# ---- fetch_queue ----
===== src/rtl/fetch_queue.sv =====
// rtl/fetch_queue.sv - instruction-fetch sequencer: PC owner, ROM address driver and {pc, instr} FIFO toward decode
module fetch_queue #(
    parameter int          DEPTH    = 2,
    parameter logic [31:0] RESET_PC = 32'h0
) (
    input  logic                       clk,
    input  logic                       rst,
    input  logic                       fetch_en,
    output logic [31:0]                rom_addr,
    input  logic [31:0]                rom_rdata,
    output logic                       inst_valid,
    input  logic                       inst_ready,
    output logic [31:0]                inst,
    output logic [31:0]                inst_pc,
    input  logic                       redirect_valid,
    input  logic [31:0]                redirect_pc,
    output logic [$clog2(DEPTH):0]     count
);
    localparam int AW = $clog2(DEPTH);
    localparam int CW = AW + 1;

    logic [31:0]   pc_q, pc_d;
    logic [AW-1:0] wr_ptr_q, wr_ptr_d;
    logic [AW-1:0] rd_ptr_q, rd_ptr_d;
    logic [CW-1:0] count_q, count_d;
    logic [31:0]   pc_mem    [DEPTH];
    logic [31:0]   instr_mem [DEPTH];

    logic valid, full, pop, push;
    logic unused_redirect_lsbs;

    assign unused_redirect_lsbs = ^redirect_pc[1:0];

    assign valid = (count_q != '0);
    assign full  = (count_q == CW'(DEPTH));
    assign pop   = valid & inst_ready;
    assign push  = fetch_en & ~redirect_valid & (~full | pop);

    // rom_addr comes straight from the PC flop, so inst_ready never reaches it combinationally
    assign rom_addr   = pc_q;
    assign inst_valid = valid;
    assign inst       = valid ? instr_mem[rd_ptr_q] : 32'h0;
    assign inst_pc    = valid ? pc_mem[rd_ptr_q]    : 32'h0;
    assign count      = count_q;

    always_comb begin
        pc_d     = pc_q;
        wr_ptr_d = wr_ptr_q;
        rd_ptr_d = rd_ptr_q;
        count_d  = count_q;
        if (redirect_valid) begin
            pc_d     = {redirect_pc[31:2], 2'b00};
            wr_ptr_d = '0;
            rd_ptr_d = '0;
            count_d  = '0;
        end else begin
            if (push) begin
                wr_ptr_d = wr_ptr_q + AW'(1);
                pc_d     = pc_q + 32'd4;
            end
            if (pop) begin
                rd_ptr_d = rd_ptr_q + AW'(1);
            end
            count_d = count_q + CW'(push) - CW'(pop);
        end
    end

    always_ff @(posedge clk or posedge rst) begin
        if (rst) begin
            pc_q     <= RESET_PC;
            wr_ptr_q <= '0;
            rd_ptr_q <= '0;
            count_q  <= '0;
        end else begin
            pc_q     <= pc_d;
            wr_ptr_q <= wr_ptr_d;
            rd_ptr_q <= rd_ptr_d;
            count_q  <= count_d;
        end
    end

    // Storage needs no reset: the head is masked by valid and the pointers restart at zero
    always_ff @(posedge clk) begin
        if (push && !rst) begin
            pc_mem[wr_ptr_q]    <= pc_q;
            instr_mem[wr_ptr_q] <= rom_rdata;
        end
    end
endmodule


===== config.mk =====
export PLATFORM = sky130hd
export DESIGN_NAME = fetch_queue
export DESIGN_NICKNAME = d
export VERILOG_FILES = /design/src/rtl/fetch_queue.sv
export SDC_FILE = /design/constraint.sdc
export NUM_CORES = 1
export LEC_CHECK = 0
export ABC_AREA = 1
export CAP_MARGIN = 5
export CORE_MARGIN = 4
export CORE_UTILIZATION = 54
export CTS_BUF_LIST = sky130_fd_sc_hd__clkbuf_8 sky130_fd_sc_hd__clkbuf_16
export CTS_CLUSTER_DIAMETER = 80
export DETAILED_ROUTE_END_ITERATION = 6
export GPL_TIMING_DRIVEN = 0
export HOLD_SLACK_MARGIN = 0.08
export PLACE_DENSITY_LB_ADDON = 0.2
export SYNTH_ARGS = -nofsm -noshare
export SYNTH_HDL_FRONTEND = slang
export SYNTH_SLANG_ARGS = --single-unit
export TNS_END_PERCENT = 20

===== constraint.sdc =====
create_clock -name clk -period 14 [get_ports clk]
set_input_delay 2.8 -clock clk [delete_from_list [all_inputs] [get_ports clk]]
set_output_delay 2.8 -clock clk [all_outputs]
set_load 0.005 [all_outputs]

# ---- opb_register_simulink2ppc_snap ----
### config.mk
export PLATFORM = sky130hd
export DESIGN_NAME = opb_register_simulink2ppc_snap
export DESIGN_NICKNAME = d
export VERILOG_FILES = /design/src/rtl/opb_snap_pkg.sv /design/src/rtl/snap_capture.sv /design/src/rtl/opb_register_simulink2ppc_snap.sv
export SDC_FILE = /design/constraint.sdc
export NUM_CORES = 1
export LEC_CHECK = 0
export CAP_MARGIN = 10
export CORE_UTILIZATION = 44
export DETAILED_ROUTE_END_ITERATION = 10
export PLACE_DENSITY = 0.86
export RECOVER_POWER = 100
export SLEW_MARGIN = 20
export SYNTH_ARGS = -nofsm -noshare
export SYNTH_HDL_FRONTEND = slang
export SYNTH_SLANG_ARGS = --single-unit
export TNS_END_PERCENT = 1
### constraint.sdc
create_clock -name OPB_Clk -period 3.69 [get_ports OPB_Clk]
set_clock_uncertainty 0.2 [all_clocks]
set_input_delay 0.738 -clock OPB_Clk [delete_from_list [all_inputs] [get_ports OPB_Clk]]
set_output_delay 0.738 -clock OPB_Clk [all_outputs]
set_load 0.005 [all_outputs]
### src/rtl/opb_snap_pkg.sv
`default_nettype none
// ============================================================================
// Module      : opb_snap_pkg
// Description : Shared constants and types for the simulink-to-PPC snap register
// Revision    : 1.0
// ============================================================================
package opb_snap_pkg;

  // Word indices inside the 256-byte window
  localparam logic [5:0] OFF_DATA   = 6'd0;
  localparam logic [5:0] OFF_STATUS = 6'd1;
  localparam logic [5:0] OFF_CTRL   = 6'd2;

  localparam int OVR_W = 16;

  localparam logic [0:0] ST_IDLE = 1'b0;
  localparam logic [0:0] ST_ACK  = 1'b1;

  typedef enum logic [0:0] {
    IDLE = ST_IDLE,
    ACK  = ST_ACK
  } bus_state_e;

  function automatic logic [OVR_W-1:0] sat_inc(input logic [OVR_W-1:0] v);
    return (&v) ? v : v + 1'b1;
  endfunction

endpackage
`default_nettype wire

### src/rtl/snap_capture.sv
`default_nettype none
// ============================================================================
// Module      : snap_capture
// Description : Holds captured word, fresh flag, overrun count and freeze bit
// Revision    : 1.0
// ============================================================================
module snap_capture
  import opb_snap_pkg::*;
(
  input  logic             clk,
  input  logic             rst_n,
  input  logic             capture,
  input  logic [31:0]      capture_data,
  input  logic             rd_data_clr,
  input  logic             ovr_clr,
  input  logic             freeze_wr,
  input  logic             freeze_val,
  output logic [31:0]      data,
  output logic             fresh,
  output logic [OVR_W-1:0] ovr_cnt,
  output logic             freeze
);

  logic take;
  assign take = capture & ~freeze;

  // A capture beats a same-cycle DATA read; a count clear beats an overrun.
  always_ff @(posedge clk) begin
    if (!rst_n) begin
      data    <= '0;
      fresh   <= 1'b0;
      ovr_cnt <= '0;
      freeze  <= 1'b0;
    end else begin
      if (take) begin
        data <= capture_data;
      end

      if (take) begin
        fresh <= 1'b1;
      end else if (rd_data_clr) begin
        fresh <= 1'b0;
      end

      if (ovr_clr) begin
        ovr_cnt <= '0;
      end else if (take && fresh && !rd_data_clr) begin
        ovr_cnt <= sat_inc(ovr_cnt);
      end

      if (freeze_wr) begin
        freeze <= freeze_val;
      end
    end
  end

endmodule
`default_nettype wire

### src/rtl/opb_register_simulink2ppc_snap.sv
`default_nettype none
// ============================================================================
// Module      : opb_register_simulink2ppc_snap
// Description : OPB slave exposing a user-captured word, status and freeze control
// Revision    : 1.0
// ============================================================================
module opb_register_simulink2ppc_snap
  import opb_snap_pkg::*;
#(
  parameter logic [31:0] C_BASEADDR   = 32'h01029000,
  parameter logic [31:0] C_HIGHADDR   = 32'h010290FF,
  parameter int          C_OPB_AWIDTH = 32,
  parameter int          C_OPB_DWIDTH = 32,
  parameter              C_FAMILY     = "virtex6"
) (
  input  logic                    OPB_Clk,
  input  logic                    OPB_Rst,
  input  logic [0:C_OPB_AWIDTH-1] OPB_ABus,
  input  logic [0:3]              OPB_BE,
  input  logic [0:C_OPB_DWIDTH-1] OPB_DBus,
  input  logic                    OPB_RNW,
  input  logic                    OPB_select,
  input  logic                    OPB_seqAddr,
  output logic [0:C_OPB_DWIDTH-1] Sl_DBus,
  output logic                    Sl_xferAck,
  output logic                    Sl_errAck,
  output logic                    Sl_retry,
  output logic                    Sl_toutSup,
  input  logic [31:0]             user_data_in,
  input  logic                    user_valid,
  output logic                    user_frozen
);

  localparam int unused_family_w = $bits(C_FAMILY);

  bus_state_e      state;
  logic            ack_q;
  logic [31:0]     dbus_q;
  logic [31:0]     addr;
  logic [5:0]      offset;
  logic            hit;
  logic            decode;
  logic            rd;
  logic            wr;
  logic [31:0]     rdata;

  logic [31:0]     cap_data;
  logic            cap_fresh;
  logic [OVR_W-1:0] cap_ovr;
  logic            cap_freeze;

  logic            unused_inputs;
  assign unused_inputs = ^{OPB_seqAddr, OPB_DBus[0:C_OPB_DWIDTH-2]};

  assign addr   = OPB_ABus;
  assign offset = OPB_ABus[24:29];
  assign hit    = (addr >= C_BASEADDR) && (addr <= C_HIGHADDR);
  // Select is only honoured in IDLE, so a held select cannot double-ack.
  assign decode = (state == IDLE) && OPB_select && hit;
  assign rd     = decode & OPB_RNW;
  assign wr     = decode & ~OPB_RNW;

  always_comb begin
    rdata = '0;
    case (offset)
      OFF_DATA:   rdata = cap_data;
      OFF_STATUS: rdata = {cap_ovr, 15'd0, cap_fresh};
      OFF_CTRL:   rdata = {31'd0, cap_freeze};
      default:    rdata = '0;
    endcase
  end

  always_ff @(posedge OPB_Clk) begin
    if (!OPB_Rst) begin
      state  <= IDLE;
      ack_q  <= 1'b0;
      dbus_q <= '0;
    end else begin
      case (state)
        IDLE: begin
          if (decode) begin
            state  <= ACK;
            ack_q  <= 1'b1;
            dbus_q <= OPB_RNW ? rdata : 32'd0;
          end
        end
        default: begin
          state  <= IDLE;
          ack_q  <= 1'b0;
          dbus_q <= '0;
        end
      endcase
    end
  end

  snap_capture u_capture (
    .clk          (OPB_Clk),
    .rst_n        (OPB_Rst),
    .capture      (user_valid),
    .capture_data (user_data_in),
    .rd_data_clr  (rd && (offset == OFF_DATA)),
    .ovr_clr      (wr && (offset == OFF_STATUS) && (|OPB_BE)),
    .freeze_wr    (wr && (offset == OFF_CTRL) && OPB_BE[3]),
    .freeze_val   (OPB_DBus[C_OPB_DWIDTH-1]),
    .data         (cap_data),
    .fresh        (cap_fresh),
    .ovr_cnt      (cap_ovr),
    .freeze       (cap_freeze)
  );

  assign Sl_DBus     = dbus_q;
  assign Sl_xferAck  = ack_q;
  assign Sl_errAck   = 1'b0;
  assign Sl_retry    = 1'b0;
  assign Sl_toutSup  = 1'b0;
  assign user_frozen = cap_freeze;

endmodule
`default_nettype wire

# ---- pwm_capture ----
[src/rtl/pwm_pkg.sv]
// ====================================================================
// pwm_pkg -- shared PWM types and constants (generator and capture)
// Macro: PWM_CAPTURE_DEGLITCH_EN deepens the capture input pipeline
// Rev 1.0
// ====================================================================
`default_nettype none

package pwm_pkg;

  localparam int PWM_WIDTH_DEFAULT = 4;

  // Cycles after reset release before the conditioned level reflects real samples
`ifdef PWM_CAPTURE_DEGLITCH_EN
  localparam int COND_PRIME_DEPTH = 5;
`else
  localparam int COND_PRIME_DEPTH = 2;
`endif

  typedef enum logic [1:0] {
    SEEK = 2'd0,
    ARM  = 2'd1,
    HIGH = 2'd2,
    LOW  = 2'd3
  } cap_state_e;

endpackage

`default_nettype wire

[src/rtl/pwm_in_cond.sv]
// ====================================================================
// pwm_in_cond -- synchronizer, optional majority deglitch, edge detect
// Macro: PWM_CAPTURE_DEGLITCH_EN inserts a 3-sample majority filter
// Rev 1.0
// ====================================================================
`default_nettype none

module pwm_in_cond
  import pwm_pkg::*;
(
  input  logic clk,
  input  logic rst_n,
  input  logic pwm_i,
  output logic level_o,
  output logic rise_o,
  output logic fall_o,
  output logic primed_o
);

  logic                        s1_q;
  logic                        s2_q;
  logic                        s3_q;
  logic                        lvl;
  logic [COND_PRIME_DEPTH-1:0] prime_q;

  always_ff @(posedge clk or negedge rst_n) begin
    if (!rst_n) begin
      s1_q <= 1'b0;
      s2_q <= 1'b0;
    end else begin
      s1_q <= pwm_i;
      s2_q <= s1_q;
    end
  end

`ifdef PWM_CAPTURE_DEGLITCH_EN
  logic m0_q;
  logic m1_q;
  logic filt_q;

  always_ff @(posedge clk or negedge rst_n) begin
    if (!rst_n) begin
      m0_q   <= 1'b0;
      m1_q   <= 1'b0;
      filt_q <= 1'b0;
    end else begin
      m0_q   <= s2_q;
      m1_q   <= m0_q;
      filt_q <= (s2_q & m0_q) | (s2_q & m1_q) | (m0_q & m1_q);
    end
  end

  assign lvl = filt_q;
`else
  assign lvl = s2_q;
`endif

  // prime_q fills with ones so SEEK ignores reset-value zeros still in the pipe
  always_ff @(posedge clk or negedge rst_n) begin
    if (!rst_n) begin
      s3_q    <= 1'b0;
      prime_q <= '0;
    end else begin
      s3_q    <= lvl;
      prime_q <= {prime_q[COND_PRIME_DEPTH-2:0], 1'b1};
    end
  end

  assign level_o  = lvl;
  assign rise_o   = lvl & ~s3_q;
  assign fall_o   = ~lvl & s3_q;
  assign primed_o = prime_q[COND_PRIME_DEPTH-1];

endmodule

`default_nettype wire

[src/rtl/pwm_capture.sv]
// ====================================================================
// pwm_capture -- per-period high time / period measurement of a PWM input
// Macro: PWM_CAPTURE_DEGLITCH_EN rejects 1-cycle input pulses
// Rev 1.0
// ====================================================================
`default_nettype none

module pwm_capture
  import pwm_pkg::*;
#(
  parameter int WIDTH = PWM_WIDTH_DEFAULT
) (
  input  logic             clk,
  input  logic             rst_n,
  input  logic             pwm_in,
  output logic [WIDTH-1:0] high_time,
  output logic [WIDTH-1:0] wave_length,
  output logic             valid,
  output logic             overflow,
  output logic             stuck,
  output logic             level
);

  localparam logic [WIDTH-1:0] CNT_MAX   = '1;
  localparam logic [WIDTH-1:0] CNT_ONE   = {{(WIDTH-1){1'b0}}, 1'b1};
  localparam logic [WIDTH:0]   IDLE_LAST = {1'b0, {WIDTH{1'b1}}};
  localparam logic [WIDTH:0]   IDLE_SAT  = {1'b1, {WIDTH{1'b0}}};

  logic rise;
  logic fall;
  logic primed;
  logic edge_seen;
  logic timeout;

  cap_state_e       state_q, state_d;
  logic [WIDTH-1:0] p_q, p_d;
  logic [WIDTH-1:0] h_q, h_d;
  logic             ovf_q, ovf_d;
  logic [WIDTH:0]   idle_q, idle_d;
  logic [WIDTH-1:0] high_q, high_d;
  logic [WIDTH-1:0] wave_q, wave_d;
  logic             oflow_q, oflow_d;
  logic             valid_q, valid_d;
  logic             stuck_q, stuck_d;

  pwm_in_cond u_cond (
    .clk      (clk),
    .rst_n    (rst_n),
    .pwm_i    (pwm_in),
    .level_o  (level),
    .rise_o   (rise),
    .fall_o   (fall),
    .primed_o (primed)
  );

  always_comb begin
    state_d   = state_q;
    p_d       = p_q;
    h_d       = h_q;
    ovf_d     = ovf_q;
    high_d    = high_q;
    wave_d    = wave_q;
    oflow_d   = oflow_q;
    valid_d   = 1'b0;
    stuck_d   = stuck_q;
    edge_seen = rise | fall;
    // An edge in the threshold cycle keeps the idle count from ever firing
    timeout   = !edge_seen && (idle_q == IDLE_LAST);
    idle_d    = edge_seen ? '0 : ((idle_q == IDLE_SAT) ? idle_q : idle_q + 1'b1);

    if (edge_seen) begin
      stuck_d = 1'b0;
    end

    if (timeout) begin
      stuck_d = 1'b1;
      state_d = SEEK;
      p_d     = '0;
      h_d     = '0;
      ovf_d   = 1'b0;
    end else begin
      case (state_q)
        SEEK: begin
          if (primed && !level) begin
            state_d = ARM;
          end
        end
        ARM: begin
          if (rise) begin
            state_d = HIGH;
            p_d     = CNT_ONE;
            h_d     = CNT_ONE;
            ovf_d   = 1'b0;
          end
        end
        HIGH: begin
          if (p_q == CNT_MAX) ovf_d = 1'b1;
          else                p_d   = p_q + 1'b1;
          if (fall)                state_d = LOW;
          else if (h_q == CNT_MAX) ovf_d   = 1'b1;
          else                     h_d     = h_q + 1'b1;
        end
        LOW: begin
          if (rise) begin
            wave_d  = p_q;
            high_d  = h_q;
            oflow_d = ovf_q;
            valid_d = 1'b1;
            p_d     = CNT_ONE;
            h_d     = CNT_ONE;
            ovf_d   = 1'b0;
            state_d = HIGH;
          end else if (p_q == CNT_MAX) begin
            ovf_d = 1'b1;
          end else begin
            p_d = p_q + 1'b1;
          end
        end
        default: state_d = SEEK;
      endcase
    end
  end

  always_ff @(posedge clk or negedge rst_n) begin
    if (!rst_n) begin
      state_q <= SEEK;
      p_q     <= '0;
      h_q     <= '0;
      ovf_q   <= 1'b0;
      idle_q  <= '0;
      high_q  <= '0;
      wave_q  <= '0;
      oflow_q <= 1'b0;
      valid_q <= 1'b0;
      stuck_q <= 1'b0;
    end else begin
      state_q <= state_d;
      p_q     <= p_d;
      h_q     <= h_d;
      ovf_q   <= ovf_d;
      idle_q  <= idle_d;
      high_q  <= high_d;
      wave_q  <= wave_d;
      oflow_q <= oflow_d;
      valid_q <= valid_d;
      stuck_q <= stuck_d;
    end
  end

  assign high_time   = high_q;
  assign wave_length = wave_q;
  assign overflow    = oflow_q;
  assign valid       = valid_q;
  assign stuck       = stuck_q;

endmodule

`default_nettype wire

[config.mk]
export PLATFORM = sky130hd
export DESIGN_NAME = pwm_capture
export DESIGN_NICKNAME = d
export VERILOG_FILES = /design/src/rtl/pwm_pkg.sv /design/src/rtl/pwm_in_cond.sv /design/src/rtl/pwm_capture.sv
export SDC_FILE = /design/constraint.sdc
export NUM_CORES = 1
export LEC_CHECK = 0
export CORE_MARGIN = 3
export CORE_UTILIZATION = 50
export CTS_CLUSTER_DIAMETER = 30
export DETAILED_ROUTE_END_ITERATION = 16
export MAX_ROUTING_LAYER = met4
export PLACE_DENSITY_LB_ADDON = 0.3
export RECOVER_POWER = 50
export SLEW_MARGIN = 20
export SYNTH_ARGS = -nofsm -noshare
export SYNTH_HDL_FRONTEND = slang
export SYNTH_SLANG_ARGS = --single-unit
[constraint.sdc]
create_clock -name clk -period 1.9 [get_ports clk]
set_clock_uncertainty 0.1 [all_clocks]
set_input_delay 0.38 -clock clk [delete_from_list [all_inputs] [get_ports clk]]
set_output_delay 0.38 -clock clk [all_outputs]
set_load 0.1 [all_outputs]
pwm_capture, metal 3:
(6 px per um)
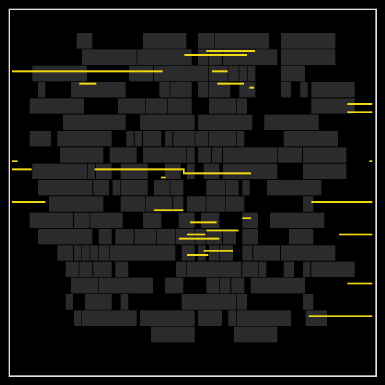
wire length on this layer	157 um
share of all routed wire	5.8%
main direction	horizontal
nets with wire on the layer	22
Total Wirelength: 2720 um
met3 GRT Util: 4.68%

==> notes.org, pwm_capture <==
#+TITLE: Flow metrics

** Layout
- In the final layout, flip-flops and latches take up between 40% and 50% of the cell area.
- Combinational Area :: 662 um2
- Cells fill 66.8% of the core in the end.
- After layout the signal buffers, clock cells excluded, come to between 10 and 15% of cell area.

** Clock network
- Per the CTS log, the buffer count on the longest clock path is 2.
- The post-CTS hold buffer count recorded in the log is 0.

** Yosys
- Of the total synthesized cell area, the portion taken by AND, OR, NAND and NOR gates is 16.2%.
- Proportion of synthesized chip area in sequential cells :: 53.2%
- Synthesized registers :: 32
- After technology mapping, the gate count stands at 133.
- Top logic family :: simple AND/OR/NAND/NOR gates
- For this run the top cell type by instance count after synthesis was dfrtp_1.

** Global routing
- The via count of the first global-routing pass was 1041.

** Worst setup path
- Levels on crit path :: 6
- In this design, the stage delay of the slowest critical-path cell is roughly 430 ps.

** Timing
- Endpoints with negative setup slack in the final report add up to 0.
- Final WS setup :: approximately 110 ps

** Job
- Total tool warning count :: 30

** Pwr
- Of the total power, registers draw between 30% and 40%.

** Run status
- Outcome :: finished clean

** Detailed routing
- In the final routed layout, each cell accounts on average for 14.9 um.

** Place
- Placed wire-length estimate :: 1940 um
-- pwm_capture: metal layers --
metal  up-vias  wire, um  share of wire (%)  track usage [%]
met5         -         0                  0                -
met4         0        53                1.9             9.60
met3         7       157                5.8             4.68
met2        38      1340                 49             25.0
met1       525      1170                 43             21.7
li1        515         -                  -                -
-- pwm_capture: sequential cells by signal (all words and copies together), names as in the netlist --
register,count
high_time,4
overflow,1
idle_q,5
u_cond.s3_q,1
p_q,4
valid,1
u_cond.prime_q,2
wave_length,4
state_q,2
u_cond.s1_q,1
stuck,1
h_q,4
u_cond.level_o,1
ovf_q,1
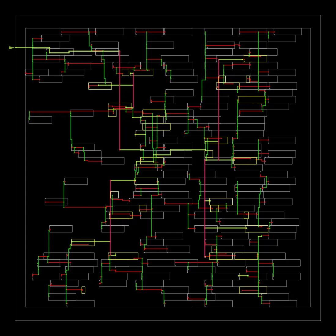
fetch_queue: clock wiring as the flow saved it
insertion delay at the late pin of the worst-skew pair: 420 ps
count of clock tree sinks: 158
total clock network power: 0.461 mW
Post-Route Skew: 8.87 ps

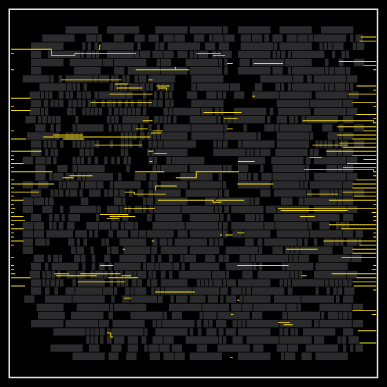
fetch_queue: metal 3
(3 px per um)
nets with wire on the layer	137
main direction	horizontal
wire length on this layer	1140 um
share of all routed wire	6.4%
met3 GRT Util: 4.19%
routed vias: 5673
Total Wirelength: 17900 um

==> notes.org, fetch_queue <==
#+TITLE: Flow metrics

** Run status
- The run finished with clean final reports.

** Global routing
- In this run the most used layer during global routing was met2.
- Met1 Use GR :: 32.1%

** Layout
- Combinational Area :: 2170 um2
- Final non-clock buffer share :: about a fifth

** Clock network
- The number of clock buffers added by TritonCTS is 17.

** Detailed routing
- First-pass detailed-route iteration total :: 6

** Yosys
- The netlist uses 29 different library cells.
- The synthesis report lists the Yosys warning total as 0.
- Proportion of synthesized chip area in sequential cells :: 64.9%
- Xor/xnor share :: less than 1%

** Timing
- Final Hold Violating Endpoints :: 0

** Pwr
- Power Sequential :: roughly 0.6 mW
- In this run the static leakage power is 3.74 nW.
- Power share of the clock group :: 30.7%
- Total Power :: 1.50 mW

** Place
- The placement stage leaves a total instance area of 9040 um2.

** Floorplan
- The overall die size recorded for this design is 14900 um2.
- Width of the die :: about 120 um
[fetch_queue: cell usage after synthesis, types with 6 or more instances]
cell	count	area share [%]
buf_2	8	0.57
a21oi_1	64	4.5
inv_2	6	0.32
dfrtp_1	34	12
nor2_1	32	1.7
clkbuf_1	15	0.80
buf_4	7	0.75
o21ai_1	7	0.50
inv_1	40	2.1
nor2_4	8	1.3
nand2_1	258	14
nand3_1	50	3.6
o21ai_0	9	0.64
xnor2_1	6	0.75
edfxtp_1	124	53
o21bai_1	8	0.85
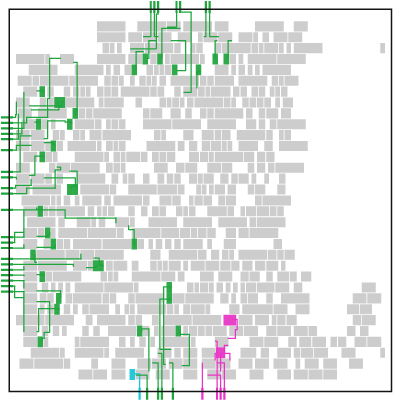
opb_register_simulink2ppc_snap: wires at chosen ports, followed through buffers
(4 px per um)
colour	port	bits	direction	end cells	buffers	wire
green	user_data_in	32	input	32	32	595 um
cyan	Sl_retry	1	output	1	0	5.30 um
magenta	OPB_BE	4	input	2	4	55.9 um
Port Buffers: 107
number of primary I/O pins: 143

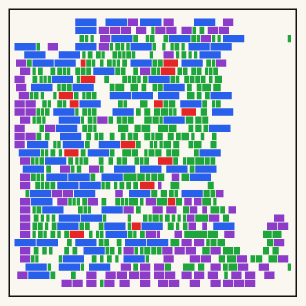
opb_register_simulink2ppc_snap: cells coloured by class
(3 px per um)
colour	class	cells
purple	other buffers and delay cells	121
green	all other logic	386
blue	flip-flops	84
red	clock drivers and dummy loads	15
# rows: 33
final instance area: 5120 um2
flop share of the area: 32.8%
utilization after layout: 61.7%

==> notes.org, opb_register_simulink2ppc_snap <==
#+TITLE: Flow metrics

** Run status
- The flow ran to the end, but the final reports show violations.
- The final reports fail on capacitance limit, slew limit.

** Timing
- The clock period could shrink to 3220 ps.
- Final WS setup :: 473 ps
- The final max-slew violation count recorded for this run is 36.

** Clock network
- Clock buffers created by TritonCTS :: 9
- Insertion delay at the late pin of the worst-skew pair :: roughly 350 ps

** Pwr
- Pleak :: 1.74 nW
- Per report_power, the combinational group accounts for 10.1% of the total.
- The power report attributes to the sequential group a share of 55.2%.

** Layout
- In the final layout, the share of cells above drive strength 1 is under 10%.
- The layout report gives the multi-input gate share of total cell area as 38.1%.
- CLK BUF :: 10

** Global routing
- Met3 GRT Util :: 4.86%
- Entering global routing, the biggest net connects 36 pins.

** Job
- Max-cap violations :: 1

** Worst setup path
- Library cell contributing the largest single delay on the critical path :: or4_1
- Crit Reg-Reg Startpoint :: u_capture.freeze

** Yosys
- Among the non-sequential cells, simple AND/OR/NAND/NOR gates take the most area.
- Mapped Cells :: a little over 500
- Xor/xnor share :: 0%

** Detailed routing
- Remaining design rule violation count :: 0
- Per the post-route antenna check, the number of violating nets is 0.

** Place
- Placer Congestion :: 0.858
opb_register_simulink2ppc_snap: cells in the mapped netlist (all sizes together):
cell type    n
nand3b       1
clkbuf      30
buf         11
nor4         9
nand4       11
nor4b        4
a41oi        1
nand2      123
and4         3
a32o         1
ha           1
and3         1
nor3         4
a31o         1
or3b         1
nand2b       2
or2          1
nor2b        4
o41ai        3
or4b         2
a32oi        1
nor2        10
or4         12
o21ai        9
a21oi       97
nand4b       1
a31oi        2
conb         1
nor3b        1
o31ai        6
clkinv       1
and4b        1
mux2i        1
dfxtp       84
or3         10
inv          4
nand3       54

# ---- timer_oc_channel_flat ----
==> src/rtl/timer_oc_channel_if.sv <==
// Bus bundle between the timer core and one output-compare channel:
// counter/config inputs travel master->slave, waveform and status return.
interface timer_oc_channel_if #(
    parameter int WIDTH = 16
);
    logic             en;
    logic [WIDTH-1:0] count;
    logic [WIDTH-1:0] arr;
    logic             ccr_wr;
    logic [WIDTH-1:0] ccr_wdata;
    logic             preload_en;
    logic [2:0]       mode;
    logic             pol;
    logic             flag_clr;
    logic             oc_out;
    logic [WIDTH-1:0] ccr_active;
    logic             cc_flag;
    logic             uev;

    modport master (
        output en, count, arr, ccr_wr, ccr_wdata, preload_en, mode, pol, flag_clr,
        input  oc_out, ccr_active, cc_flag, uev
    );

    modport slave (
        input  en, count, arr, ccr_wr, ccr_wdata, preload_en, mode, pol, flag_clr,
        output oc_out, ccr_active, cc_flag, uev
    );
endinterface

==> src/rtl/timer_oc_channel.sv <==
// Output-compare / PWM channel: compares the live timer count against a
// double-buffered CCR and drives a registered waveform, match flag and update pulse.
module timer_oc_channel #(
    parameter int WIDTH = 16
) (
    input  logic                 clk,
    input  logic                 rst_n,
    timer_oc_channel_if.slave    bus
);

    logic             oc_ref_q, oc_ref_d;
    logic             oc_out_q, oc_out_d;
    logic [WIDTH-1:0] ccr_preload_q, ccr_preload_d;
    logic [WIDTH-1:0] ccr_active_q, ccr_active_d;
    logic             cc_flag_q, cc_flag_d;
    logic             uev_q, uev_d;

    logic             wrap;
    logic             match;
    logic             below;

    always_comb begin
        wrap  = bus.en && (bus.count >= bus.arr);
        match = bus.en && (bus.count == ccr_active_q);
        below = (bus.count < ccr_active_q);

        ccr_preload_d = ccr_preload_q;
        if (bus.ccr_wr) begin
            ccr_preload_d = bus.ccr_wdata;
        end

        // A buffered write coinciding with wrap must not bypass the shadow:
        // the active value takes the preload as it stood before this edge.
        ccr_active_d = ccr_active_q;
        if (bus.ccr_wr && !bus.preload_en) begin
            ccr_active_d = bus.ccr_wdata;
        end else if (wrap && bus.preload_en) begin
            ccr_active_d = ccr_preload_q;
        end

        oc_ref_d = oc_ref_q;
        case (bus.mode)
            3'b000: oc_ref_d = oc_ref_q;
            3'b001: if (match) oc_ref_d = 1'b1;
            3'b010: if (match) oc_ref_d = 1'b0;
            3'b011: if (match) oc_ref_d = ~oc_ref_q;
            3'b100: oc_ref_d = 1'b0;
            3'b101: oc_ref_d = 1'b1;
            3'b110: if (bus.en) oc_ref_d = below;
            3'b111: if (bus.en) oc_ref_d = ~below;
            default: oc_ref_d = oc_ref_q;
        endcase

        oc_out_d  = oc_ref_d ^ bus.pol;
        cc_flag_d = match | (cc_flag_q & ~bus.flag_clr);
        uev_d     = wrap;
    end

    always_ff @(posedge clk or negedge rst_n) begin
        if (!rst_n) begin
            oc_ref_q      <= 1'b0;
            oc_out_q      <= 1'b0;
            ccr_preload_q <= '0;
            ccr_active_q  <= '0;
            cc_flag_q     <= 1'b0;
            uev_q         <= 1'b0;
        end else begin
            oc_ref_q      <= oc_ref_d;
            oc_out_q      <= oc_out_d;
            ccr_preload_q <= ccr_preload_d;
            ccr_active_q  <= ccr_active_d;
            cc_flag_q     <= cc_flag_d;
            uev_q         <= uev_d;
        end
    end

    assign bus.oc_out     = oc_out_q;
    assign bus.ccr_active = ccr_active_q;
    assign bus.cc_flag    = cc_flag_q;
    assign bus.uev        = uev_q;

endmodule

==> src/flat_wrapper.sv <==
// flat-port wrapper written by rule: the top's interface ports become plain ports
module timer_oc_channel_flat 
#(
    parameter int WIDTH = 16
)
  (clk, rst_n, bus_en, bus_count, bus_arr, bus_ccr_wr, bus_ccr_wdata, bus_preload_en, bus_mode, bus_pol, bus_flag_clr, bus_oc_out, bus_ccr_active, bus_cc_flag, bus_uev);
  timer_oc_channel_if #(.WIDTH(WIDTH)) bus_i ();
  input  logic clk;
  input  logic rst_n;
  input wire logic [$bits(bus_i.en)-1:0] bus_en;
  input wire logic [$bits(bus_i.count)-1:0] bus_count;
  input wire logic [$bits(bus_i.arr)-1:0] bus_arr;
  input wire logic [$bits(bus_i.ccr_wr)-1:0] bus_ccr_wr;
  input wire logic [$bits(bus_i.ccr_wdata)-1:0] bus_ccr_wdata;
  input wire logic [$bits(bus_i.preload_en)-1:0] bus_preload_en;
  input wire logic [$bits(bus_i.mode)-1:0] bus_mode;
  input wire logic [$bits(bus_i.pol)-1:0] bus_pol;
  input wire logic [$bits(bus_i.flag_clr)-1:0] bus_flag_clr;
  output wire logic [$bits(bus_i.oc_out)-1:0] bus_oc_out;
  output wire logic [$bits(bus_i.ccr_active)-1:0] bus_ccr_active;
  output wire logic [$bits(bus_i.cc_flag)-1:0] bus_cc_flag;
  output wire logic [$bits(bus_i.uev)-1:0] bus_uev;
  assign bus_i.en = bus_en;
  assign bus_i.count = bus_count;
  assign bus_i.arr = bus_arr;
  assign bus_i.ccr_wr = bus_ccr_wr;
  assign bus_i.ccr_wdata = bus_ccr_wdata;
  assign bus_i.preload_en = bus_preload_en;
  assign bus_i.mode = bus_mode;
  assign bus_i.pol = bus_pol;
  assign bus_i.flag_clr = bus_flag_clr;
  assign bus_oc_out = bus_i.oc_out;
  assign bus_ccr_active = bus_i.ccr_active;
  assign bus_cc_flag = bus_i.cc_flag;
  assign bus_uev = bus_i.uev;
  timer_oc_channel #(.WIDTH(WIDTH)) u_core (.clk(clk), .rst_n(rst_n), .bus(bus_i));
endmodule
==> config.mk <==
export PLATFORM = sky130hd
export DESIGN_NAME = timer_oc_channel_flat
export DESIGN_NICKNAME = d
export VERILOG_FILES = /design/src/rtl/timer_oc_channel_if.sv /design/src/rtl/timer_oc_channel.sv /design/src/flat_wrapper.sv
export SDC_FILE = /design/constraint.sdc
export NUM_CORES = 1
export LEC_CHECK = 0
export ABC_AREA = 1
export CORE_MARGIN = 2
export CORE_UTILIZATION = 44
export CTS_BUF_LIST = sky130_fd_sc_hd__clkbuf_8
export CTS_CLUSTER_SIZE = 12
export DETAILED_ROUTE_END_ITERATION = 10
export HOLD_SLACK_MARGIN = 0.03
export PLACE_DENSITY = 0.88
export SYNTH_ARGS = -nofsm -noshare
export SYNTH_HDL_FRONTEND = slang
export SYNTH_SLANG_ARGS = --single-unit
==> constraint.sdc <==
create_clock -name clk -period 2.3 [get_ports clk]
set_input_delay 0.23 -clock clk [delete_from_list [all_inputs] [get_ports clk]]
set_output_delay 0.23 -clock clk [all_outputs]
set_load 0.01 [all_outputs]
# ---- equality_bist ----
File: src/rtl/equality_bist.sv
// equality_bist: built-in self-test engine for an equality detector.
// Sweeps every (A, B) pair of WIDTH-bit operands into the detector under
// test. Each vector is held for SETTLE cycles and then the detector's result
// is compared with A == B. The engine reports the error count, pass/fail and
// the first failing vector.
//
// Ports:
//   clk        - clock; all state updates on the rising edge
//   rst        - synchronous reset, active-high (takes priority over start)
//   start      - level; starts a sweep when sampled in IDLE or DONE
//   eq_in      - detector result (1 = operands equal)
//   a_out      - operand A to detector (outer loop), 0 when not sweeping
//   b_out      - operand B to detector (inner loop), 0 when not sweeping
//   busy       - high while a sweep is running
//   done       - high from sweep completion until next start or reset
//   pass       - valid while done; 1 when no mismatches were seen
//   err_count  - number of mismatching vectors (max 2^(2*WIDTH))
//   fail_valid - high once a mismatch has been recorded
//   fail_a     - A operand of the first mismatch
//   fail_b     - B operand of the first mismatch
module equality_bist #(
  parameter int unsigned WIDTH  = 1,
  parameter int unsigned SETTLE = 1
) (
  input  logic               clk,
  input  logic               rst,
  input  logic               start,
  input  logic               eq_in,
  output logic [WIDTH-1:0]   a_out,
  output logic [WIDTH-1:0]   b_out,
  output logic               busy,
  output logic               done,
  output logic               pass,
  output logic [2*WIDTH:0]   err_count,
  output logic               fail_valid,
  output logic [WIDTH-1:0]   fail_a,
  output logic [WIDTH-1:0]   fail_b
);

  localparam int unsigned VW = 2 * WIDTH;
  localparam int unsigned CW = (SETTLE < 2) ? 1 : $clog2(SETTLE + 1);

  typedef enum logic [1:0] {
    S_IDLE,
    S_WAIT,
    S_CHECK,
    S_DONE
  } state_t;

  state_t state_q, state_d;

  logic [VW-1:0]    vec_q,  vec_d;
  logic [CW-1:0]    cnt_q,  cnt_d;
  logic [VW:0]      err_q,  err_d;
  logic             fv_q,   fv_d;
  logic [WIDTH-1:0] fa_q,   fa_d;
  logic [WIDTH-1:0] fb_q,   fb_d;
  logic             busy_q, busy_d;
  logic             done_q, done_d;
  logic             pass_q, pass_d;

  logic [WIDTH-1:0] cur_a;
  logic [WIDTH-1:0] cur_b;
  logic             last_vec;
  logic             settled;
  logic             mismatch;

  assign cur_a    = vec_q[VW-1:WIDTH];
  assign cur_b    = vec_q[WIDTH-1:0];
  assign last_vec = (vec_q == '1);
  assign settled  = (cnt_q == CW'(SETTLE));
  assign mismatch = (eq_in != (cur_a == cur_b));

  // State register
  always_ff @(posedge clk) begin
    if (rst) begin
      state_q <= S_IDLE;
    end else begin
      state_q <= state_d;
    end
  end

  // Next-state logic
  always_comb begin
    state_d = state_q;
    unique case (state_q)
      S_IDLE, S_DONE: if (start)    state_d = S_WAIT;
      S_WAIT:         if (settled)  state_d = S_CHECK;
      S_CHECK:        state_d = last_vec ? S_DONE : S_WAIT;
      default:        state_d = S_IDLE;
    endcase
  end

  // Next values of the registered outputs and datapath
  always_comb begin
    vec_d  = vec_q;
    cnt_d  = cnt_q;
    err_d  = err_q;
    fv_d   = fv_q;
    fa_d   = fa_q;
    fb_d   = fb_q;
    busy_d = busy_q;
    done_d = done_q;
    pass_d = pass_q;
    unique case (state_q)
      S_IDLE, S_DONE: begin
        if (start) begin
          vec_d  = '0;
          cnt_d  = CW'(1);
          err_d  = '0;
          fv_d   = 1'b0;
          fa_d   = '0;
          fb_d   = '0;
          busy_d = 1'b1;
          done_d = 1'b0;
          pass_d = 1'b0;
        end
      end
      S_WAIT: begin
        if (!settled) cnt_d = cnt_q + CW'(1);
      end
      S_CHECK: begin
        if (mismatch) begin
          err_d = err_q + (VW+1)'(1);
          if (!fv_q) begin
            fv_d = 1'b1;
            fa_d = cur_a;
            fb_d = cur_b;
          end
        end
        // The counter wraps from all-ones to zero on the last vector, which
        // leaves the operand outputs at 0 in DONE without extra muxing.
        vec_d = vec_q + VW'(1);
        cnt_d = CW'(1);
        if (last_vec) begin
          busy_d = 1'b0;
          done_d = 1'b1;
          pass_d = (err_d == '0);
        end
      end
      default: ;
    endcase
  end

  // Datapath / output registers
  always_ff @(posedge clk) begin
    if (rst) begin
      vec_q  <= '0;
      cnt_q  <= CW'(1);
      err_q  <= '0;
      fv_q   <= 1'b0;
      fa_q   <= '0;
      fb_q   <= '0;
      busy_q <= 1'b0;
      done_q <= 1'b0;
      pass_q <= 1'b0;
    end else begin
      vec_q  <= vec_d;
      cnt_q  <= cnt_d;
      err_q  <= err_d;
      fv_q   <= fv_d;
      fa_q   <= fa_d;
      fb_q   <= fb_d;
      busy_q <= busy_d;
      done_q <= done_d;
      pass_q <= pass_d;
    end
  end

  assign a_out      = cur_a;
  assign b_out      = cur_b;
  assign busy       = busy_q;
  assign done       = done_q;
  assign pass       = pass_q;
  assign err_count  = err_q;
  assign fail_valid = fv_q;
  assign fail_a     = fa_q;
  assign fail_b     = fb_q;

endmodule

File: config.mk
export PLATFORM = sky130hd
export DESIGN_NAME = equality_bist
export DESIGN_NICKNAME = d
export VERILOG_FILES = /design/src/rtl/equality_bist.sv
export SDC_FILE = /design/constraint.sdc
export NUM_CORES = 1
export LEC_CHECK = 0
export CAP_MARGIN = 20
export CORE_UTILIZATION = 42
export CTS_CLUSTER_SIZE = 25
export DETAILED_ROUTE_END_ITERATION = 8
export HOLD_SLACK_MARGIN = 0.02
export MAX_ROUTING_LAYER = met4
export PLACE_DENSITY = 0.71
export RECOVER_POWER = 25
export SYNTH_ARGS = -nofsm -noshare
export SYNTH_HDL_FRONTEND = slang
export SYNTH_SLANG_ARGS = --single-unit
File: constraint.sdc
create_clock -name clk -period 1.6 [get_ports clk]
set_input_delay 0.48 -clock clk [delete_from_list [all_inputs] [get_ports clk]]
set_output_delay 0.48 -clock clk [all_outputs]
set_load 0.005 [all_outputs]
# ---- piso_serializer ----
$ cat config.mk
export PLATFORM = sky130hd
export DESIGN_NAME = piso_serializer
export DESIGN_NICKNAME = d
export VERILOG_FILES = /design/src/rtl/piso_serializer.sv
export SDC_FILE = /design/constraint.sdc
export NUM_CORES = 1
export LEC_CHECK = 0
export ABC_AREA = 1
export CAP_MARGIN = 20
export CORE_AREA = 2 2 39 41
export DETAILED_ROUTE_END_ITERATION = 16
export DIE_AREA = 0 0 41 43
export GPL_ROUTABILITY_DRIVEN = 0
export GPL_TIMING_DRIVEN = 0
export PLACE_DENSITY = 0.6
export SYNTH_ARGS = -nofsm -noshare
export SYNTH_HDL_FRONTEND = slang
export SYNTH_SLANG_ARGS = --single-unit
$ cat constraint.sdc
create_clock -name clk -period 1.3 [get_ports clk]
set_input_delay 0.195 -clock clk [delete_from_list [all_inputs] [get_ports clk]]
set_output_delay 0.195 -clock clk [all_outputs]
set_load 0.01 [all_outputs]
$ cat src/rtl/piso_serializer.sv
// piso_serializer: parallel-in / serial-out stage feeding a downstream SIPO.
// A WIDTH-bit word is taken over a valid/ready handshake and shifted out
// MSB-first on SO, one bit per clk. frame_done pulses in the cycle where the
// downstream SIPO holds the complete word just sent.
//
// Handshake: a word transfers on a rising clk edge where din_valid and
// din_ready are both 1; din_valid raised while din_ready is 0 is ignored and
// din is not looked at.
//
// Optional build macro PISO_PARITY_EN: appends one even-parity bit (XOR of
// the word) after the LSB; the reload/idle decision moves to that cycle.
module piso_serializer #(
  parameter int   WIDTH      = 4,
  parameter logic IDLE_LEVEL = 1'b0
) (
  input  logic             clk,
  input  logic             rst_n,
  input  logic [WIDTH-1:0] din,
  input  logic             din_valid,
  output logic             din_ready,
  output logic             SO,
  output logic             so_valid,
  output logic             frame_done
);

  localparam int            CW       = (WIDTH > 2) ? $clog2(WIDTH) : 1;
  localparam logic [CW-1:0] CNT_LAST = CW'(WIDTH - 1);

  typedef enum logic [1:0] {
    S_IDLE   = 2'd0,
    S_SHIFT  = 2'd1
`ifdef PISO_PARITY_EN
    ,S_PARITY = 2'd2
`endif
  } state_t;

  state_t           state;
  state_t           state_next;
  logic [WIDTH-1:0] shreg;
  logic [CW-1:0]    cnt;
  logic             last_bit;
  logic             load;
`ifdef PISO_PARITY_EN
  logic             parity;
`endif

  assign last_bit = (state == S_SHIFT) && (cnt == '0);
  assign load     = din_valid && din_ready;

  // State register.
  always_ff @(posedge clk or negedge rst_n) begin
    if (!rst_n) begin
      state <= S_IDLE;
    end else begin
      state <= state_next;
    end
  end

  // Next-state decision: reload without a gap on the final cycle of a frame.
  always_comb begin
    state_next = state;
    case (state)
      S_IDLE: begin
        if (din_valid) state_next = S_SHIFT;
      end
      S_SHIFT: begin
        if (cnt == '0) begin
`ifdef PISO_PARITY_EN
          state_next = S_PARITY;
`else
          state_next = din_valid ? S_SHIFT : S_IDLE;
`endif
        end
      end
`ifdef PISO_PARITY_EN
      S_PARITY: begin
        state_next = din_valid ? S_SHIFT : S_IDLE;
      end
`endif
      default: state_next = S_IDLE;
    endcase
  end

  // Outputs decoded from registered state only, so SO is glitch-free per cycle.
  always_comb begin
    SO        = IDLE_LEVEL;
    so_valid  = 1'b0;
    din_ready = 1'b0;
    case (state)
      S_IDLE: begin
        din_ready = 1'b1;
      end
      S_SHIFT: begin
        SO       = shreg[WIDTH-1];
        so_valid = 1'b1;
`ifdef PISO_PARITY_EN
        din_ready = 1'b0;
`else
        din_ready = (cnt == '0);
`endif
      end
`ifdef PISO_PARITY_EN
      S_PARITY: begin
        SO        = parity;
        so_valid  = 1'b1;
        din_ready = 1'b1;
      end
`endif
      default: begin
        din_ready = 1'b0;
      end
    endcase
  end

  // Datapath: load on handshake, otherwise shift while in SHIFT. The counter
  // holds at 0 rather than wrapping when the frame is left.
  always_ff @(posedge clk or negedge rst_n) begin
    if (!rst_n) begin
      shreg      <= '0;
      cnt        <= '0;
      frame_done <= 1'b0;
`ifdef PISO_PARITY_EN
      parity     <= 1'b0;
`endif
    end else begin
      frame_done <= last_bit;
      if (load) begin
        shreg <= din;
        cnt   <= CNT_LAST;
`ifdef PISO_PARITY_EN
        parity <= ^din;
`endif
      end else if (state == S_SHIFT) begin
        shreg <= shreg << 1;
        if (cnt != '0) cnt <= cnt - CW'(1);
      end
    end
  end

endmodule

equality_bist, cells coloured by class:
(6 px per um)
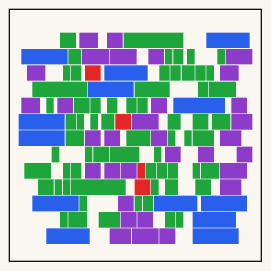
colour	class	cells
green	all other logic	64
red	clock drivers and dummy loads	4
purple	other buffers and delay cells	32
blue	flip-flops	13
flop share of the area: 26.1%
utilization after layout: 75.7%
final instance area: 1050 um2
# rows: 13

==> notes.org, equality_bist <==
#+TITLE: Flow metrics

** Layout
- Fraction of standard cell area in multi-input logic :: 41.3%
- Seq cells :: 13
- In the layout the commonest cells are 18 x buf_4, 11 x nand2_1, 11 x a21oi_1.

** Run status
- The flow ran to the end, and the final reports show no timing, DRC or antenna violations.

** Floorplan
- Y dimension of the die :: 41.8 um
- The core region is approximately 1400 um2.

** Worst setup path
- On the worst path, the slowest cell contributes a delay of slightly below 500 ps.
- The STA report counts the stages on the worst setup path as 1.
- STA classifies the critical path startpoint as a register.
- CP required :: 1120 ps

** Clock network
- Clock tree root buffer cell :: clkbuf_4
- Buffers added to address setup during post-CTS repair amount to 1.

** Detailed routing
- After detailed routing, the average wire length per cell comes to 13.1 um.
- The routed layout reports a DRC error count of 0.
- The wire length recorded after detailed routing is 1680 um.

** Global routing
- Met3 GRT Util :: under 10%

** Place
- Placement-stage cell area :: 908 um2

** Timing
- Derived from the worst setup path, the maximum achievable clock frequency is roughly 640 MHz.

** Yosys
- The chip area line in the Yosys stat output reads 664 um2.
- Of all flip-flops after synthesis, the portion carrying an async set or reset was 0%.
==> equality_bist: power by group <==
part / leakage, nW / switching (mW) / internal (mW)
registers: 0.110 / 0.0101 / 0.335
logic: 0.405 / 0.108 / 0.113
clock network: 0.0150 / 0.107 / 0.0965
==> equality_bist: worst min-delay path by stage <==
stage	startpoint	endpoint	cells after the start	slack, ps
after floorplan	fail_a	fail_a	2	470
after global placement	fail_b	fail_b	2	470
after detailed placement	fail_a	fail_a	2	470
after CTS	fail_b	fail_b	2	480
after global routing	fail_b	fail_b	2	490
final	fail_b	fail_b	2	480
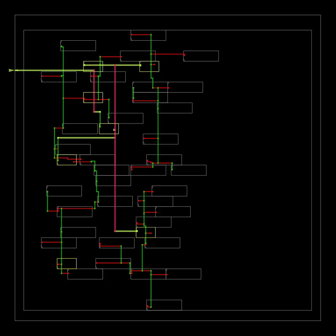
timer_oc_channel_flat: clock wiring as the flow saved it
CLK BUF: 7
Seq cells: 36
count of clock tree sinks: 36
clock buffers created by TritonCTS: 5
total clock network power: 0.474 mW

==> notes.org, timer_oc_channel_flat <==
#+TITLE: Flow metrics

** Worst setup path
- Library cell contributing the largest single delay on the critical path :: or4_4
- The worst setup path is captured at a register.
- Worst setup path endpoint :: u_core.bus.oc_out

** Yosys
- In this run, the synthesized area fraction spent on and/or/nand/nor cells is recorded as 25.5%.
- When the netlist entered floorplanning its net count stood at 443.

** Timing
- Final WS setup :: -117 ps
- Endpoints with negative setup slack in the final report add up to 2.
- Across all checked pins, the minimum headroom to the slew limit is 68.1%.
- Setup repair after global routing could not meet its margin everywhere.
- Hold timing on the final database bottoms out at a slack of 366 ps.

** Detailed routing
- After detailed routing, the total wire length is 6600 um.

** Clock network
- Post-cts resize count :: 17

** Layout
- At the end of the flow, the number of nets in the layout was 563.
- Fill cells :: 428
- The layout report lists the multi-input gate area as 1500 um2.

** Global routing
- Entering global routing, the biggest net connects 37 pins.

** Run status
- The run finished, with violations left.
- The checks that failed: setup timing.

** Pwr
- Sequential cells consume a total of between 0.7 and 0.8 mW.
- VDD sags by at most 0.442 mV.
- The switching component of the power was reported as 0.703 mW.
[timer_oc_channel_flat: area by class of cell]
cell class,instances,area share [%]
multi-input combinational,239,37.9
inverter,65,6.18
clock buffer,7,2.44
tap,72,2.28
timing repair buffer,124,28.4
sequential,36,22.8
[timer_oc_channel_flat: Yosys cell counts, drive strengths merged]
master / number
o21ai: 20
a21oi: 31
o21a: 1
buf: 5
nand3: 27
or4: 1
clkbuf: 6
a21o: 1
nor3: 4
ha: 34
nor4: 1
nand2: 93
dfrtp: 36
nor2: 25
o21bai: 1
inv: 65
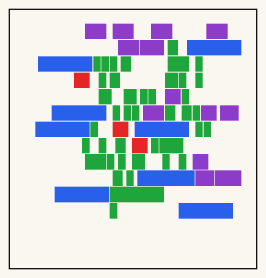
piso_serializer: cells coloured by class
(6 px per um)
colour	class	cells
blue	flip-flops	8
purple	other buffers and delay cells	13
green	all other logic	41
red	cells driving clock nets	3
flop share of the area: 34.6%
Core Footprint: 1380 um2

==> notes.org, piso_serializer <==
#+TITLE: Flow metrics

** Timing
- Final WS setup :: between 50 and 60 ps
- Final Hold Violating Endpoints :: 0
- Max-slew violations :: 0

** Clock network
- The longest clock path from root to sink contains 2 buffers.
- The skew report gives the latency at the later pin of the worst-skew pair as 250 ps.
- Clock tree from TritonCTS :: yes

** Detailed routing
- Routed vias :: about 340
- For this block, the initial DRC count from the detailed router was 3.

** Yosys
- Area fraction in full adders, half adders and majority gates :: approximately 3.2%
- In this run, the synthesized area fraction spent on AND-OR/OR-AND gates is recorded as 1.26%.
- Each instance of the synthesized netlist takes up on average 8.09 um2.

** Global routing
- Per the GRT congestion report, total overflow comes to 0.
- Per the GRT log, the top usage layer is met2.

** Layout
- Utilization after layout :: 42.0%
- The register with the most flip-flops in the layout has 4 of them.
- Ranked by total area, the top cell class in this layout is registers.
- Fill cells :: about 150

** Place
- Placed wire-length estimate :: 550 um
- Before CTS, the worst setup slack after placement is -205 ps.

** Job
- The number of maximum-capacitance violations recorded for the run is 0.

** Run status
- Outcome :: finished clean
piso_serializer: power by group:
group	switching [mW]	internal, mW	leakage, nW
Sequential	0.0411	0.348	0.0983
Combinational	0.326	0.285	0.212
Clock	0.0874	0.106	0.0138
piso_serializer: through the flow:
stage	hold slack (ps)	cell area [um2]	setup TNS, ps
after CTS	239	562	-104
after global routing	243	582	-3.14
after detailed placement	468	517	-274
after floorplan	-101	397	0
after global placement	467	517	-232
final	226	582	0
piso_serializer: critical path, delay by kind of cell, from the launching register on:
kind	cells	cell delay [ps]
and+or+nand+nor	1	70
adders and majority gates	1	130
buffers and inverters	3	220
DFF	1	370


==> layout pictures side by side <==
Clock wiring as the flow saved it.
Plate I
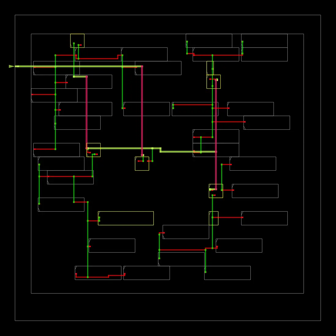
Plate II
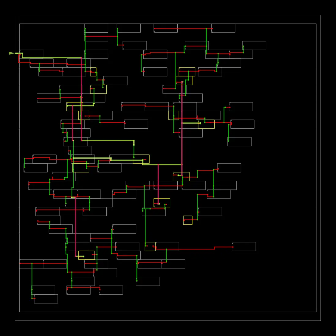
Plate III
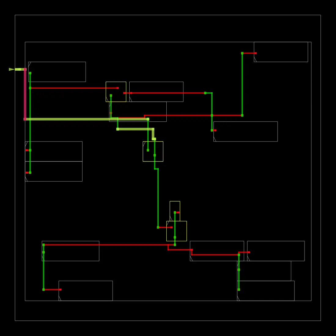
- most sequential cells: Plate II
- fewest sequential cells: Plate III
For opb_register_simulink2ppc_snap, see Plate II.
For pwm_capture, see Plate I.
For equality_bist, see Plate III.

Power and IR drop assume default switching activity.
